# ---- block 1 ----
--- config.mk ---
export PLATFORM = sky130hd
export DESIGN_NAME = matrix_row_streamer_flat
export DESIGN_NICKNAME = d
export VERILOG_FILES = /design/src/rtl/matrix_row_streamer_pkg.sv /design/src/rtl/matrix_row_streamer_if.sv /design/src/rtl/matrix_storage_ram.sv /design/src/rtl/matrix_row_streamer.sv /design/src/flat_wrapper.sv
export SDC_FILE = /design/constraint.sdc
export NUM_CORES = 2
export LEC_CHECK = 0
export ABC_CLOCK_PERIOD_IN_PS = 4760
export CORE_MARGIN = 2
export CORE_UTILIZATION = 35
export DETAILED_ROUTE_END_ITERATION = 8
export SLEW_MARGIN = 20
export SYNTH_ARGS = -nofsm -noshare
export SYNTH_HDL_FRONTEND = slang
export SYNTH_SLANG_ARGS = --single-unit
--- constraint.sdc ---
create_clock -name clk -period 4.76 [get_ports clk]
set_input_delay 1.428 -clock clk [delete_from_list [all_inputs] [get_ports clk]]
set_output_delay 1.428 -clock clk [all_outputs]
set_load 0.03 [all_outputs]
--- src/rtl/matrix_row_streamer_pkg.sv ---
// Shared types and defaults for the matrix row streamer.
package matrix_streamer_pkg;

    localparam int INDEX_WIDTH = 32;

    localparam int DEFAULT_LAYER_COUNT = 4;
    localparam int DEFAULT_ROW_COUNT   = 16;
    localparam int DEFAULT_COL_COUNT   = 3;
    localparam int DEFAULT_WORD_WIDTH  = 16;

    typedef enum logic [1:0] {
        IDLE,
        FETCH,
        PRESENT
    } stream_state_t;

endpackage

--- src/rtl/matrix_row_streamer_if.sv ---
// Row stream channel: the streamer drives rows as master, the consumer answers with out_ready.
interface matrix_row_streamer_if #(
    parameter int DATA_WIDTH = matrix_streamer_pkg::DEFAULT_COL_COUNT * matrix_streamer_pkg::DEFAULT_WORD_WIDTH
);
    logic                                      out_valid;
    logic [DATA_WIDTH-1:0]                     out_data;
    logic [matrix_streamer_pkg::INDEX_WIDTH-1:0] out_row_index;
    logic                                      out_last;
    logic                                      out_ready;

    modport master (
        output out_valid,
        output out_data,
        output out_row_index,
        output out_last,
        input  out_ready
    );

    modport slave (
        input  out_valid,
        input  out_data,
        input  out_row_index,
        input  out_last,
        output out_ready
    );
endinterface

--- src/rtl/matrix_storage_ram.sv ---
// 1R1W synchronous RAM; a read colliding with a write returns the old word.
module matrix_storage_ram #(
    parameter int DEPTH      = 64,
    parameter int DATA_WIDTH = 48,
    parameter int ADDR_WIDTH = 32
) (
    input  logic                  clk,
    input  logic                  we,
    input  logic [ADDR_WIDTH-1:0] waddr,
    input  logic [DATA_WIDTH-1:0] wdata,
    input  logic                  re,
    input  logic [ADDR_WIDTH-1:0] raddr,
    output logic [DATA_WIDTH-1:0] rdata
);
    localparam int IDX_WIDTH = (DEPTH > 1) ? $clog2(DEPTH) : 1;
    localparam logic [ADDR_WIDTH-1:0] DEPTH_LIMIT = ADDR_WIDTH'(DEPTH);

    logic [DATA_WIDTH-1:0] mem [DEPTH];

    // Read and write share one block so a same-address read sees the pre-write word.
    always_ff @(posedge clk) begin
        if (we && (waddr < DEPTH_LIMIT)) begin
            mem[waddr[IDX_WIDTH-1:0]] <= wdata;
        end
        if (re && (raddr < DEPTH_LIMIT)) begin
            rdata <= mem[raddr[IDX_WIDTH-1:0]];
        end
    end
endmodule

--- src/rtl/matrix_row_streamer.sv ---
// Streams the rows of one stored layer over a valid/ready channel.
// Optional MATRIX_STREAMER_REVERSE_EN adds stream_reverse for descending row order.
module matrix_row_streamer
    import matrix_streamer_pkg::*;
#(
    parameter int LAYER_COUNT = DEFAULT_LAYER_COUNT,
    parameter int ROW_COUNT   = DEFAULT_ROW_COUNT,
    parameter int COL_COUNT   = DEFAULT_COL_COUNT,
    parameter int WORD_WIDTH  = DEFAULT_WORD_WIDTH
) (
    input  logic                            clk,
    input  logic                            reset,
    input  logic                            is_write,
    input  logic [INDEX_WIDTH-1:0]          write_layer_index,
    input  logic [INDEX_WIDTH-1:0]          write_row_index,
    input  logic [COL_COUNT*WORD_WIDTH-1:0] write_data,
    input  logic                            stream_start,
    input  logic [INDEX_WIDTH-1:0]          stream_layer_index,
`ifdef MATRIX_STREAMER_REVERSE_EN
    input  logic                            stream_reverse,
`endif
    input  logic                            locator_reset,
    matrix_row_streamer_if.master           stream,
    output logic                            busy,
    output logic                            error
);
    localparam int DATA_WIDTH = COL_COUNT * WORD_WIDTH;
    localparam int DEPTH      = LAYER_COUNT * ROW_COUNT;
    localparam logic [INDEX_WIDTH-1:0] LAYERS   = INDEX_WIDTH'(LAYER_COUNT);
    localparam logic [INDEX_WIDTH-1:0] ROWS     = INDEX_WIDTH'(ROW_COUNT);
    localparam logic [INDEX_WIDTH-1:0] LAST_ROW = ROWS - INDEX_WIDTH'(1);

    stream_state_t          state;
    logic [INDEX_WIDTH-1:0] layer_q;
    logic [INDEX_WIDTH-1:0] row_q;
    logic [INDEX_WIDTH-1:0] out_row_q;
    logic                   reverse_q;
    logic                   valid_q;
    logic                   last_q;
    logic [DATA_WIDTH-1:0]  rd_data;

    logic                   write_ok;
    logic                   start_req;
    logic                   start_in_range;
    logic                   start_reverse;
    logic                   row_is_last;
    logic [INDEX_WIDTH-1:0] row_next;
    logic [INDEX_WIDTH-1:0] waddr;
    logic [INDEX_WIDTH-1:0] raddr;

`ifdef MATRIX_STREAMER_REVERSE_EN
    assign start_reverse = stream_reverse;
`else
    assign start_reverse = 1'b0;
`endif

    assign write_ok       = is_write && (write_layer_index < LAYERS) && (write_row_index < ROWS);
    assign waddr          = write_layer_index * ROWS + write_row_index;
    assign raddr          = layer_q * ROWS + row_q;
    assign start_req      = stream_start && !locator_reset && (state == IDLE);
    assign start_in_range = stream_layer_index < LAYERS;
    assign row_is_last    = reverse_q ? (row_q == '0) : (row_q == LAST_ROW);
    assign row_next       = reverse_q ? (row_q - INDEX_WIDTH'(1)) : (row_q + INDEX_WIDTH'(1));

    matrix_storage_ram #(
        .DEPTH      (DEPTH),
        .DATA_WIDTH (DATA_WIDTH),
        .ADDR_WIDTH (INDEX_WIDTH)
    ) u_ram (
        .clk   (clk),
        .we    (write_ok),
        .waddr (waddr),
        .wdata (write_data),
        .re    (state == FETCH),
        .raddr (raddr),
        .rdata (rd_data)
    );

    always_ff @(posedge clk or posedge reset) begin
        if (reset) begin
            state     <= IDLE;
            layer_q   <= '0;
            row_q     <= '0;
            out_row_q <= '0;
            reverse_q <= 1'b0;
            valid_q   <= 1'b0;
            last_q    <= 1'b0;
            busy      <= 1'b0;
            error     <= 1'b0;
        end else begin
            error <= (is_write && !write_ok) || (start_req && !start_in_range);
            if (locator_reset) begin
                state   <= IDLE;
                valid_q <= 1'b0;
                last_q  <= 1'b0;
                busy    <= 1'b0;
            end else begin
                case (state)
                    IDLE: begin
                        if (start_req && start_in_range) begin
                            layer_q   <= stream_layer_index;
                            reverse_q <= start_reverse;
                            row_q     <= start_reverse ? LAST_ROW : '0;
                            state     <= FETCH;
                            busy      <= 1'b1;
                        end
                    end
                    FETCH: begin
                        state     <= PRESENT;
                        valid_q   <= 1'b1;
                        last_q    <= row_is_last;
                        out_row_q <= row_q;
                    end
                    PRESENT: begin
                        if (stream.out_ready) begin
                            valid_q <= 1'b0;
                            last_q  <= 1'b0;
                            if (last_q) begin
                                state <= IDLE;
                                busy  <= 1'b0;
                            end else begin
                                row_q <= row_next;
                                state <= FETCH;
                            end
                        end
                    end
                    default: begin
                        state   <= IDLE;
                        valid_q <= 1'b0;
                        last_q  <= 1'b0;
                        busy    <= 1'b0;
                    end
                endcase
            end
        end
    end

    // RAM read register holds its word until the next FETCH, so gating by valid keeps data stable and zero at reset.
    assign stream.out_valid     = valid_q;
    assign stream.out_last      = last_q;
    assign stream.out_row_index = out_row_q;
    assign stream.out_data      = valid_q ? rd_data : '0;
endmodule

--- src/flat_wrapper.sv ---
// flat-port wrapper written by rule: the top's interface ports become plain ports
module matrix_row_streamer_flat import matrix_streamer_pkg::*;
#(
    parameter int LAYER_COUNT = DEFAULT_LAYER_COUNT,
    parameter int ROW_COUNT   = DEFAULT_ROW_COUNT,
    parameter int COL_COUNT   = DEFAULT_COL_COUNT,
    parameter int WORD_WIDTH  = DEFAULT_WORD_WIDTH
)
  (clk, reset, is_write, write_layer_index, write_row_index, write_data, stream_start, stream_layer_index, locator_reset, busy, error, stream_out_valid, stream_out_data, stream_out_row_index, stream_out_last, stream_out_ready);
  matrix_row_streamer_if #(.DATA_WIDTH(((3) * (16)))) stream_i ();
  input  logic clk;
  input  logic reset;
  input  logic is_write;
  input  logic [INDEX_WIDTH-1:0] write_layer_index;
  input  logic [INDEX_WIDTH-1:0] write_row_index;
  input  logic [COL_COUNT*WORD_WIDTH-1:0] write_data;
  input  logic stream_start;
  input  logic [INDEX_WIDTH-1:0] stream_layer_index;
  input  logic locator_reset;
  output logic busy;
  output logic error;
  output wire logic [$bits(stream_i.out_valid)-1:0] stream_out_valid;
  output wire logic [$bits(stream_i.out_data)-1:0] stream_out_data;
  output wire logic [$bits(stream_i.out_row_index)-1:0] stream_out_row_index;
  output wire logic [$bits(stream_i.out_last)-1:0] stream_out_last;
  input wire logic [$bits(stream_i.out_ready)-1:0] stream_out_ready;
  assign stream_out_valid = stream_i.out_valid;
  assign stream_out_data = stream_i.out_data;
  assign stream_out_row_index = stream_i.out_row_index;
  assign stream_out_last = stream_i.out_last;
  assign stream_i.out_ready = stream_out_ready;
  matrix_row_streamer #(.LAYER_COUNT(LAYER_COUNT), .ROW_COUNT(ROW_COUNT), .COL_COUNT(COL_COUNT), .WORD_WIDTH(WORD_WIDTH)) u_core (.clk(clk), .reset(reset), .is_write(is_write), .write_layer_index(write_layer_index), .write_row_index(write_row_index), .write_data(write_data), .stream_start(stream_start), .stream_layer_index(stream_layer_index), .locator_reset(locator_reset), .stream(stream_i), .busy(busy), .error(error));
endmodule
# ---- block 2 ----
==> src/rtl/pipe_ctrl_pkg.sv <==
// Shared definitions for the pipeline hazard/stall controller.
//   state_e      : controller FSM states (RUN / WAIT / HALT)
//   REG_W        : register-index width
//   WB_MEM       : writeback-select code for a load (data comes from memory)
//   FWD_*        : ALU operand-source codes driven on fwd_a / fwd_b
//   cnt_next     : saturating performance-counter next-value helper
package pipe_ctrl_pkg;

    localparam int REG_W = 5;

    localparam logic [1:0] WB_MEM  = 2'b01;

    localparam logic [1:0] FWD_REG = 2'b00;
    localparam logic [1:0] FWD_WB  = 2'b01;
    localparam logic [1:0] FWD_MEM = 2'b10;

    localparam logic [31:0] CNT_MAX = 32'hFFFF_FFFF;

    typedef enum logic [1:0] {
        ST_RUN  = 2'b00,
        ST_WAIT = 2'b01,
        ST_HALT = 2'b10
    } state_e;

    // Clear wins over increment; the count sticks at all-ones.
    function automatic logic [31:0] cnt_next(input logic [31:0] cur,
                                             input logic        clr,
                                             input logic        inc);
        logic [31:0] nxt;
        nxt = cur;
        if (clr) begin
            nxt = '0;
        end else if (inc && (cur != CNT_MAX)) begin
            nxt = cur + 32'd1;
        end
        return nxt;
    endfunction

endpackage

==> src/rtl/pipe_ctrl_fwd_unit.sv <==
// Operand forwarding select for both EX-stage ALU operands.
//   ex_rs1, ex_rs2        : source registers of the instruction in EX
//   mem_rd, mem_regwen    : destination / write-enable in MEM
//   wb_rd, wb_regwen      : destination / write-enable in WB
//   fwd_a, fwd_b          : FWD_MEM, FWD_WB or FWD_REG per operand
module fwd_unit
    import pipe_ctrl_pkg::*;
(
    input  logic [REG_W-1:0] ex_rs1,
    input  logic [REG_W-1:0] ex_rs2,
    input  logic [REG_W-1:0] mem_rd,
    input  logic             mem_regwen,
    input  logic [REG_W-1:0] wb_rd,
    input  logic             wb_regwen,
    output logic [1:0]       fwd_a,
    output logic [1:0]       fwd_b
);

    // MEM holds the younger result, so it is checked first. x0 never forwards.
    function automatic logic [1:0] fwd_sel(input logic [REG_W-1:0] rs,
                                           input logic [REG_W-1:0] m_rd,
                                           input logic             m_wen,
                                           input logic [REG_W-1:0] w_rd,
                                           input logic             w_wen);
        logic [1:0] sel;
        sel = FWD_REG;
        if (m_wen && (m_rd != '0) && (m_rd == rs)) begin
            sel = FWD_MEM;
        end else if (w_wen && (w_rd != '0) && (w_rd == rs)) begin
            sel = FWD_WB;
        end
        return sel;
    endfunction

    always_comb begin
        fwd_a = fwd_sel(ex_rs1, mem_rd, mem_regwen, wb_rd, wb_regwen);
        fwd_b = fwd_sel(ex_rs2, mem_rd, mem_regwen, wb_rd, wb_regwen);
    end

endmodule

==> src/rtl/pipe_ctrl.sv <==
// Pipeline hazard controller: memory-wait freeze with timeout, load-use stall,
// taken-branch flush, operand forwarding and stall/flush performance counters.
//   clk, rst (async, active-low)
//   id_*/ex_*/mem_*/wb_*  : per-stage register indices and write controls
//   br_taken              : EX resolved a taken branch/jump
//   dmem_req, dmem_ready  : MEM-stage access handshake
//   cnt_clr               : synchronous clear of stall_cnt / flush_cnt
//   *_en, *_flush         : stage-register enables and bubble inserts
//   fwd_a, fwd_b          : ALU operand sources
//   halted                : sticky memory-timeout flag (cleared only by rst)
//   stall_cnt, flush_cnt  : saturating performance counters
//
// state | meaning
// RUN   | normal flow, hazards resolved combinationally
// WAIT  | data memory not ready, pipeline frozen, wait_cnt running
// HALT  | memory timeout, everything frozen until reset
module pipe_ctrl
    import pipe_ctrl_pkg::*;
#(
    parameter int unsigned TIMEOUT = 255
) (
    input  logic             clk,
    input  logic             rst,
    input  logic [REG_W-1:0] id_rs1,
    input  logic [REG_W-1:0] id_rs2,
    input  logic             id_use_rs1,
    input  logic             id_use_rs2,
    input  logic [REG_W-1:0] ex_rs1,
    input  logic [REG_W-1:0] ex_rs2,
    input  logic [REG_W-1:0] ex_rd,
    input  logic             ex_regwen,
    input  logic [1:0]       ex_wbsel,
    input  logic [REG_W-1:0] mem_rd,
    input  logic             mem_regwen,
    input  logic [REG_W-1:0] wb_rd,
    input  logic             wb_regwen,
    input  logic             br_taken,
    input  logic             dmem_req,
    input  logic             dmem_ready,
    input  logic             cnt_clr,
    output logic             pc_en,
    output logic             if_id_en,
    output logic             id_ex_en,
    output logic             ex_mem_en,
    output logic             mem_wb_en,
    output logic             if_id_flush,
    output logic             id_ex_flush,
    output logic [1:0]       fwd_a,
    output logic [1:0]       fwd_b,
    output logic             halted,
    output logic [31:0]      stall_cnt,
    output logic [31:0]      flush_cnt
);

    localparam logic [15:0] TIMEOUT_CNT = TIMEOUT[15:0];

    state_e      state_q, state_d;
    logic [15:0] wait_cnt_q, wait_cnt_d;
    logic [31:0] stall_cnt_q, stall_cnt_d;
    logic [31:0] flush_cnt_q, flush_cnt_d;

    logic        freeze;
    logic        load_use;
    logic        stall_ev;
    logic        flush_ev;
    logic [1:0]  fwd_a_raw, fwd_b_raw;

    assign freeze   = dmem_req & ~dmem_ready;
    assign load_use = ex_regwen && (ex_wbsel == WB_MEM) && (ex_rd != '0) &&
                      ((id_use_rs1 && (id_rs1 == ex_rd)) ||
                       (id_use_rs2 && (id_rs2 == ex_rd)));

    fwd_unit u_fwd (
        .ex_rs1     (ex_rs1),
        .ex_rs2     (ex_rs2),
        .mem_rd     (mem_rd),
        .mem_regwen (mem_regwen),
        .wb_rd      (wb_rd),
        .wb_regwen  (wb_regwen),
        .fwd_a      (fwd_a_raw),
        .fwd_b      (fwd_b_raw)
    );

    always_ff @(posedge clk or negedge rst) begin
        if (!rst) begin
            state_q     <= ST_RUN;
            wait_cnt_q  <= '0;
            stall_cnt_q <= '0;
            flush_cnt_q <= '0;
        end else begin
            state_q     <= state_d;
            wait_cnt_q  <= wait_cnt_d;
            stall_cnt_q <= stall_cnt_d;
            flush_cnt_q <= flush_cnt_d;
        end
    end

    // Next state, wait counter and performance counters.
    always_comb begin
        state_d     = state_q;
        wait_cnt_d  = wait_cnt_q;
        stall_cnt_d = stall_cnt_q;
        flush_cnt_d = flush_cnt_q;

        if (state_q != ST_HALT) begin
            if (freeze) begin
                wait_cnt_d = (wait_cnt_q == 16'hFFFF) ? wait_cnt_q : wait_cnt_q + 16'd1;
            end else begin
                wait_cnt_d = '0;
            end
            stall_cnt_d = cnt_next(stall_cnt_q, cnt_clr, stall_ev);
            flush_cnt_d = cnt_next(flush_cnt_q, cnt_clr, flush_ev);
        end

        case (state_q)
            ST_RUN: begin
                if (freeze) begin
                    state_d = ST_WAIT;
                end
            end
            ST_WAIT: begin
                if (!freeze) begin
                    state_d = ST_RUN;
                end else if (wait_cnt_d >= TIMEOUT_CNT) begin
                    state_d = ST_HALT;
                end
            end
            ST_HALT: begin
                state_d = ST_HALT;
            end
            default: begin
                state_d = ST_RUN;
            end
        endcase
    end

    // Output decode. Everything is forced idle while rst is asserted so the
    // pipeline cannot advance during reset.
    always_comb begin
        pc_en       = 1'b0;
        if_id_en    = 1'b0;
        id_ex_en    = 1'b0;
        ex_mem_en   = 1'b0;
        mem_wb_en   = 1'b0;
        if_id_flush = 1'b0;
        id_ex_flush = 1'b0;
        flush_ev    = 1'b0;

        if (rst && (state_q != ST_HALT) && !freeze) begin
            pc_en     = 1'b1;
            if_id_en  = 1'b1;
            id_ex_en  = 1'b1;
            ex_mem_en = 1'b1;
            mem_wb_en = 1'b1;
            // A taken branch squashes the dependent instruction anyway,
            // so it takes precedence over the load-use stall.
            if (br_taken) begin
                if_id_flush = 1'b1;
                id_ex_flush = 1'b1;
                flush_ev    = 1'b1;
            end else if (load_use) begin
                pc_en       = 1'b0;
                if_id_en    = 1'b0;
                id_ex_flush = 1'b1;
            end
        end

        stall_ev  = (state_q != ST_HALT) && !pc_en;
        halted    = (state_q == ST_HALT);
        fwd_a     = rst ? fwd_a_raw : FWD_REG;
        fwd_b     = rst ? fwd_b_raw : FWD_REG;
        stall_cnt = stall_cnt_q;
        flush_cnt = flush_cnt_q;
    end

endmodule

==> config.mk <==
export PLATFORM = sky130hd
export DESIGN_NAME = pipe_ctrl
export DESIGN_NICKNAME = d
export VERILOG_FILES = /design/src/rtl/pipe_ctrl_pkg.sv /design/src/rtl/pipe_ctrl_fwd_unit.sv /design/src/rtl/pipe_ctrl.sv
export SDC_FILE = /design/constraint.sdc
export NUM_CORES = 1
export LEC_CHECK = 0
export CAP_MARGIN = 10
export CORE_UTILIZATION = 54
export DETAILED_ROUTE_END_ITERATION = 6
export HOLD_SLACK_MARGIN = 0.15
export PLACE_DENSITY = 0.87
export SLEW_MARGIN = 10
export SYNTH_ARGS = -nofsm -noshare
export SYNTH_HDL_FRONTEND = slang
export SYNTH_HIERARCHICAL = 1
export SYNTH_SLANG_ARGS = --single-unit
export TNS_END_PERCENT = 100
==> constraint.sdc <==
create_clock -name clk -period 4.1 [get_ports clk]
set_input_delay 0.82 -clock clk [delete_from_list [all_inputs] [get_ports clk]]
set_output_delay 0.82 -clock clk [all_outputs]
set_load 0.01 [all_outputs]

==> notes/layouts.md <==
Pictures saved along the way, in no particular order.

Pin placement.
Pins as bars across the die edge, other pins in gray.
picture 1
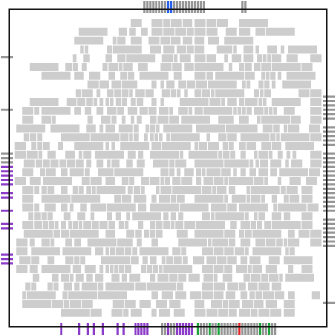
picture 2
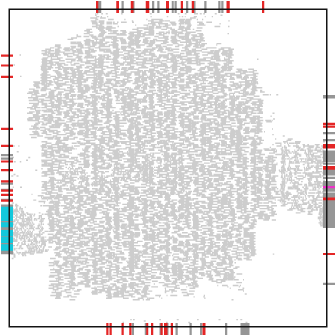
Of these, most pins: picture 2
| from | picture |
|---|---|
| block 1 | picture 2 |
| block 2 | picture 1 |

Key to picture 1:
red -> wb_regwen  # pins 1, direction input, edge south
purple -> stall_cnt  # pins 32, direction output, edge 19 south, 13 west
green -> ex_rs2  # pins 5, direction input, edge south
blue -> ex_wbsel  # pins 2, direction input, edge north

==> block_2/flops_by_reg.png <==
Other sequential cells in the stronger gray, the rest of the logic in the fainter gray.
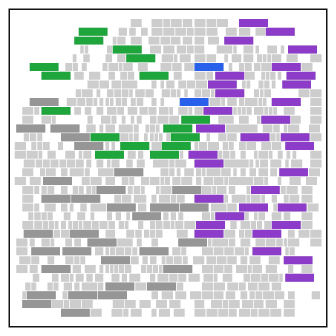
purple -> flush_cnt  # placed flops 32
green -> wait_cnt_q  # placed flops 16
blue -> state_q  # placed flops 2
not colored = 32

==> impl_metrics.toml, block 2 <==
# generated from flow reports
[run_status]
status = "finished with violations"
violations = "DRC"

[routing]
ant_nets = 0
drc = 9

[hold_path]
hp-class = "reg -> reg"

[synth]
ys.flop_type = "dfrtp_1"
syn_area_mm2 = 0.00496
ys_sh_xor_pct = 11.5
synth.avg_cell_area_um2 = 8.83
ys_ff = 82
ys_seq_share_pct = 41.3
common_cells = "dfrtp_1 (82), nor2_1 (55), nand2_1 (45)"
yosysChipArea_mm2 = 0.00496

[setup_path]
critPathBufInv = 2
path_cells = "clkdlybuf4s50_1 -> or4_1 -> o21ai_2 -> nor4_1 -> nor4_1 -> and2_1 -> clkdlybuf4s50_1"

[clock_tree]
cts_resized = 0
clockBufferDepth = 2

[global_route]
grt.busiest_layer = "met2"

[die]
nWellTaps = 108

[layout]
diodes = 0

[flow_run]
cap_violations = 0
-- block 2: where the power goes --
group	switching (mW)	total [mW]	leakage (nW)	internal (mW)
clock network	0.324	0.567	0.0931	0.243
registers	0.0327	0.864	1.14	0.831
logic	0.239	0.427	1.32	0.188
total	0.596	1.86	2.56	1.26
-- block 2: how the worst max path moves through the flow --
stage,end,cells after the start,startpoint
after floorplan,pc_en,6,ex_rd[1]
after global placement,if_id_en,7,ex_rd[1]
after detailed placement,fwd_b[0],7,mem_rd[1]
after CTS,fwd_b[0],7,mem_rd[1]
after global routing,fwd_b[0],7,mem_rd[1]
final,fwd_b[0],7,mem_rd[1]
-- block 2: stage by stage --
step | power (mW) | cells | hold slack, ps | setup WS (ps) | utilization, %
2_1_floorplan | 1.09 | 562 | 438 | 1190 | -
3_3_place_gp | 1.28 | 783 | 454 | 157 | 71.8
3_5_place_dp | 1.30 | 783 | 488 | 124 | 71.8
4_1_cts | 1.86 | 799 | 507 | 124 | 74.0
5_1_grt | 1.95 | 799 | 512 | 36.1 | 74.0
6_report | 1.86 | 799 | 506 | 129 | 74.0
-- block 2: state kept, by name, summed over array words and instances (netlist names) --
register    count
flush_cnt      32
stall_cnt      32
wait_cnt_q     16
state_q         2
==> block_1/clk_routes.png <==
Scale bar: 200 µm.
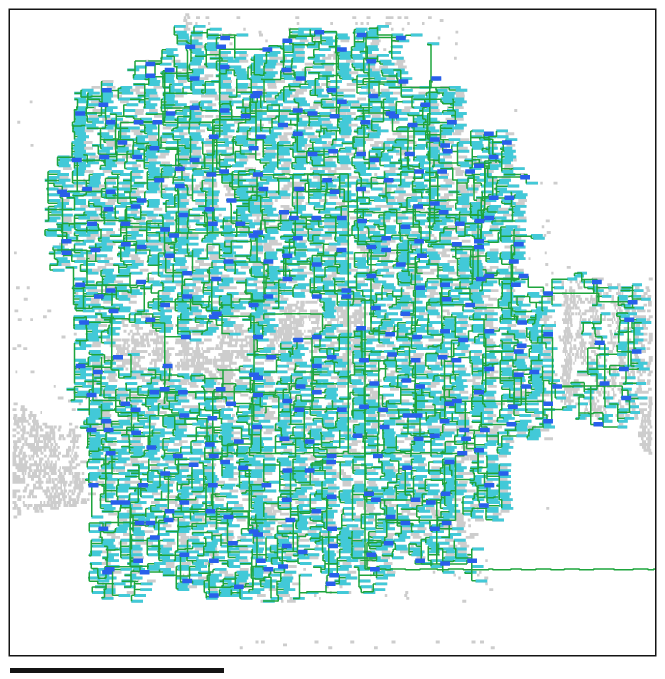
cyan -> flip-flops  # count 3218
green -> clock wires  # length 36.6 mm
blue -> clock drivers  # count 332
routed clock nets = 333
Clock Power: 25.8 mW
clock network power share: 37.1%
Worst Clk Skew: 92.4 ps

==> impl_metrics.toml, block 1 <==
# generated from flow reports
[routing]
vias = 63200
drtPass1Iterations = 5

[hold_path]
hp-class = "reg -> reg"

[sta]
fin_hold_ws_ps = 489
setup_viol = 555
timing.final.ws_setup_ps = -92.7
finalClockPeriodUsage_pct = 102

[die]
nWellTaps = 4773
die_y_um = 604
rows = 220

[run_status]
status = "finished with violations"
violations = "setup timing"

[synth]
ys.flop_type = "edfxtp_1"
synth_nets = 5609
top_logic_kind = "multiplexers"

[setup_path]
worst_r2r_path_depth = 11
critPathMaxFanout = 22
worstSetupStartpointType = "input pin"

[layout]
buf_share_pct = 6.38
nonClockBufferCount = 797
-- block 1: routing by layer --
metal / vias up / track usage (%) / wire, µm
li1: 25000 / - / -
met1: 34400 / 27.5 / 149000
met2: 3315 / 30.8 / 175000
met3: 434 / 2.74 / 29600
met4: 22 / 3.41 / 7620
met5: - / 0 / 138
-- block 1: stage by stage --
stage	instances	power, mW	utilization, %	cell area, µm²
floorplan	5402	39.3	-	127000
global placement	10600	44.5	38.8	139000
detailed placement	10600	44.5	38.8	139000
CTS	11200	70.1	41.9	150000
global route	11300	71.5	42.4	152000
finish	11300	69.5	42.4	152000
-- block 1: cells by family after synthesis --
kind of cell / Yosys count
adder cells (fa/ha/maj): 57
AND-OR/OR-AND: 210
XOR/XNOR: 53
multiplexers: 1043
buffers and inverters: 307
flip-flops: 3218
AND/OR/NAND/NOR: 514
-- block 1: worst max-delay path, stage by stage --
cell and delay (ps):
buf_8 100, ha_4 150, fa_2 340, a21o_1 230
a311o_1 330, a221oi_2 310, xnor2_1 170, o2111ai_2 140
or4_1 540, or4_4 560, buf_12 170, buf_16 180
nor4_4 270, buf_6 190, buf_12 190


## Gallery

Wiring by layer.
image #1
Scale bar: 200 µm.
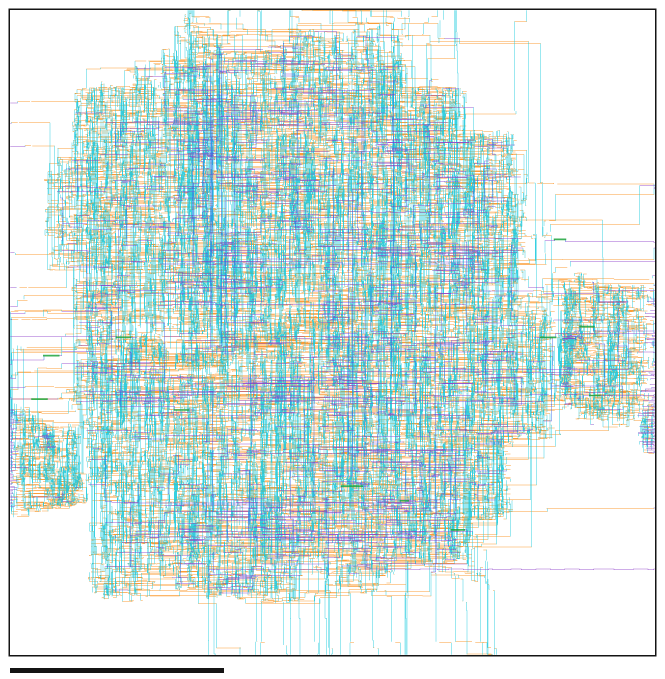
image #2
Scale bar: 20 µm.
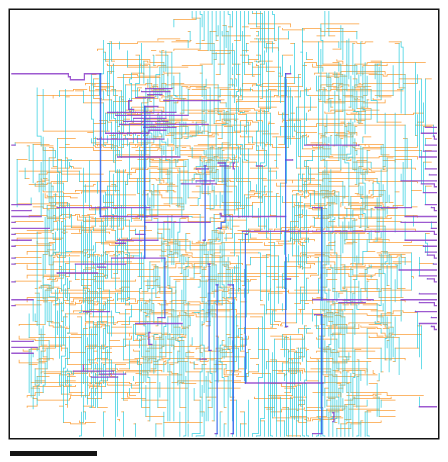
Of these, most wire: image #1
- image #1 = block 1
- image #2 = block 2

Power figures rest on the tool's default switching activity, not on a simulated workload.
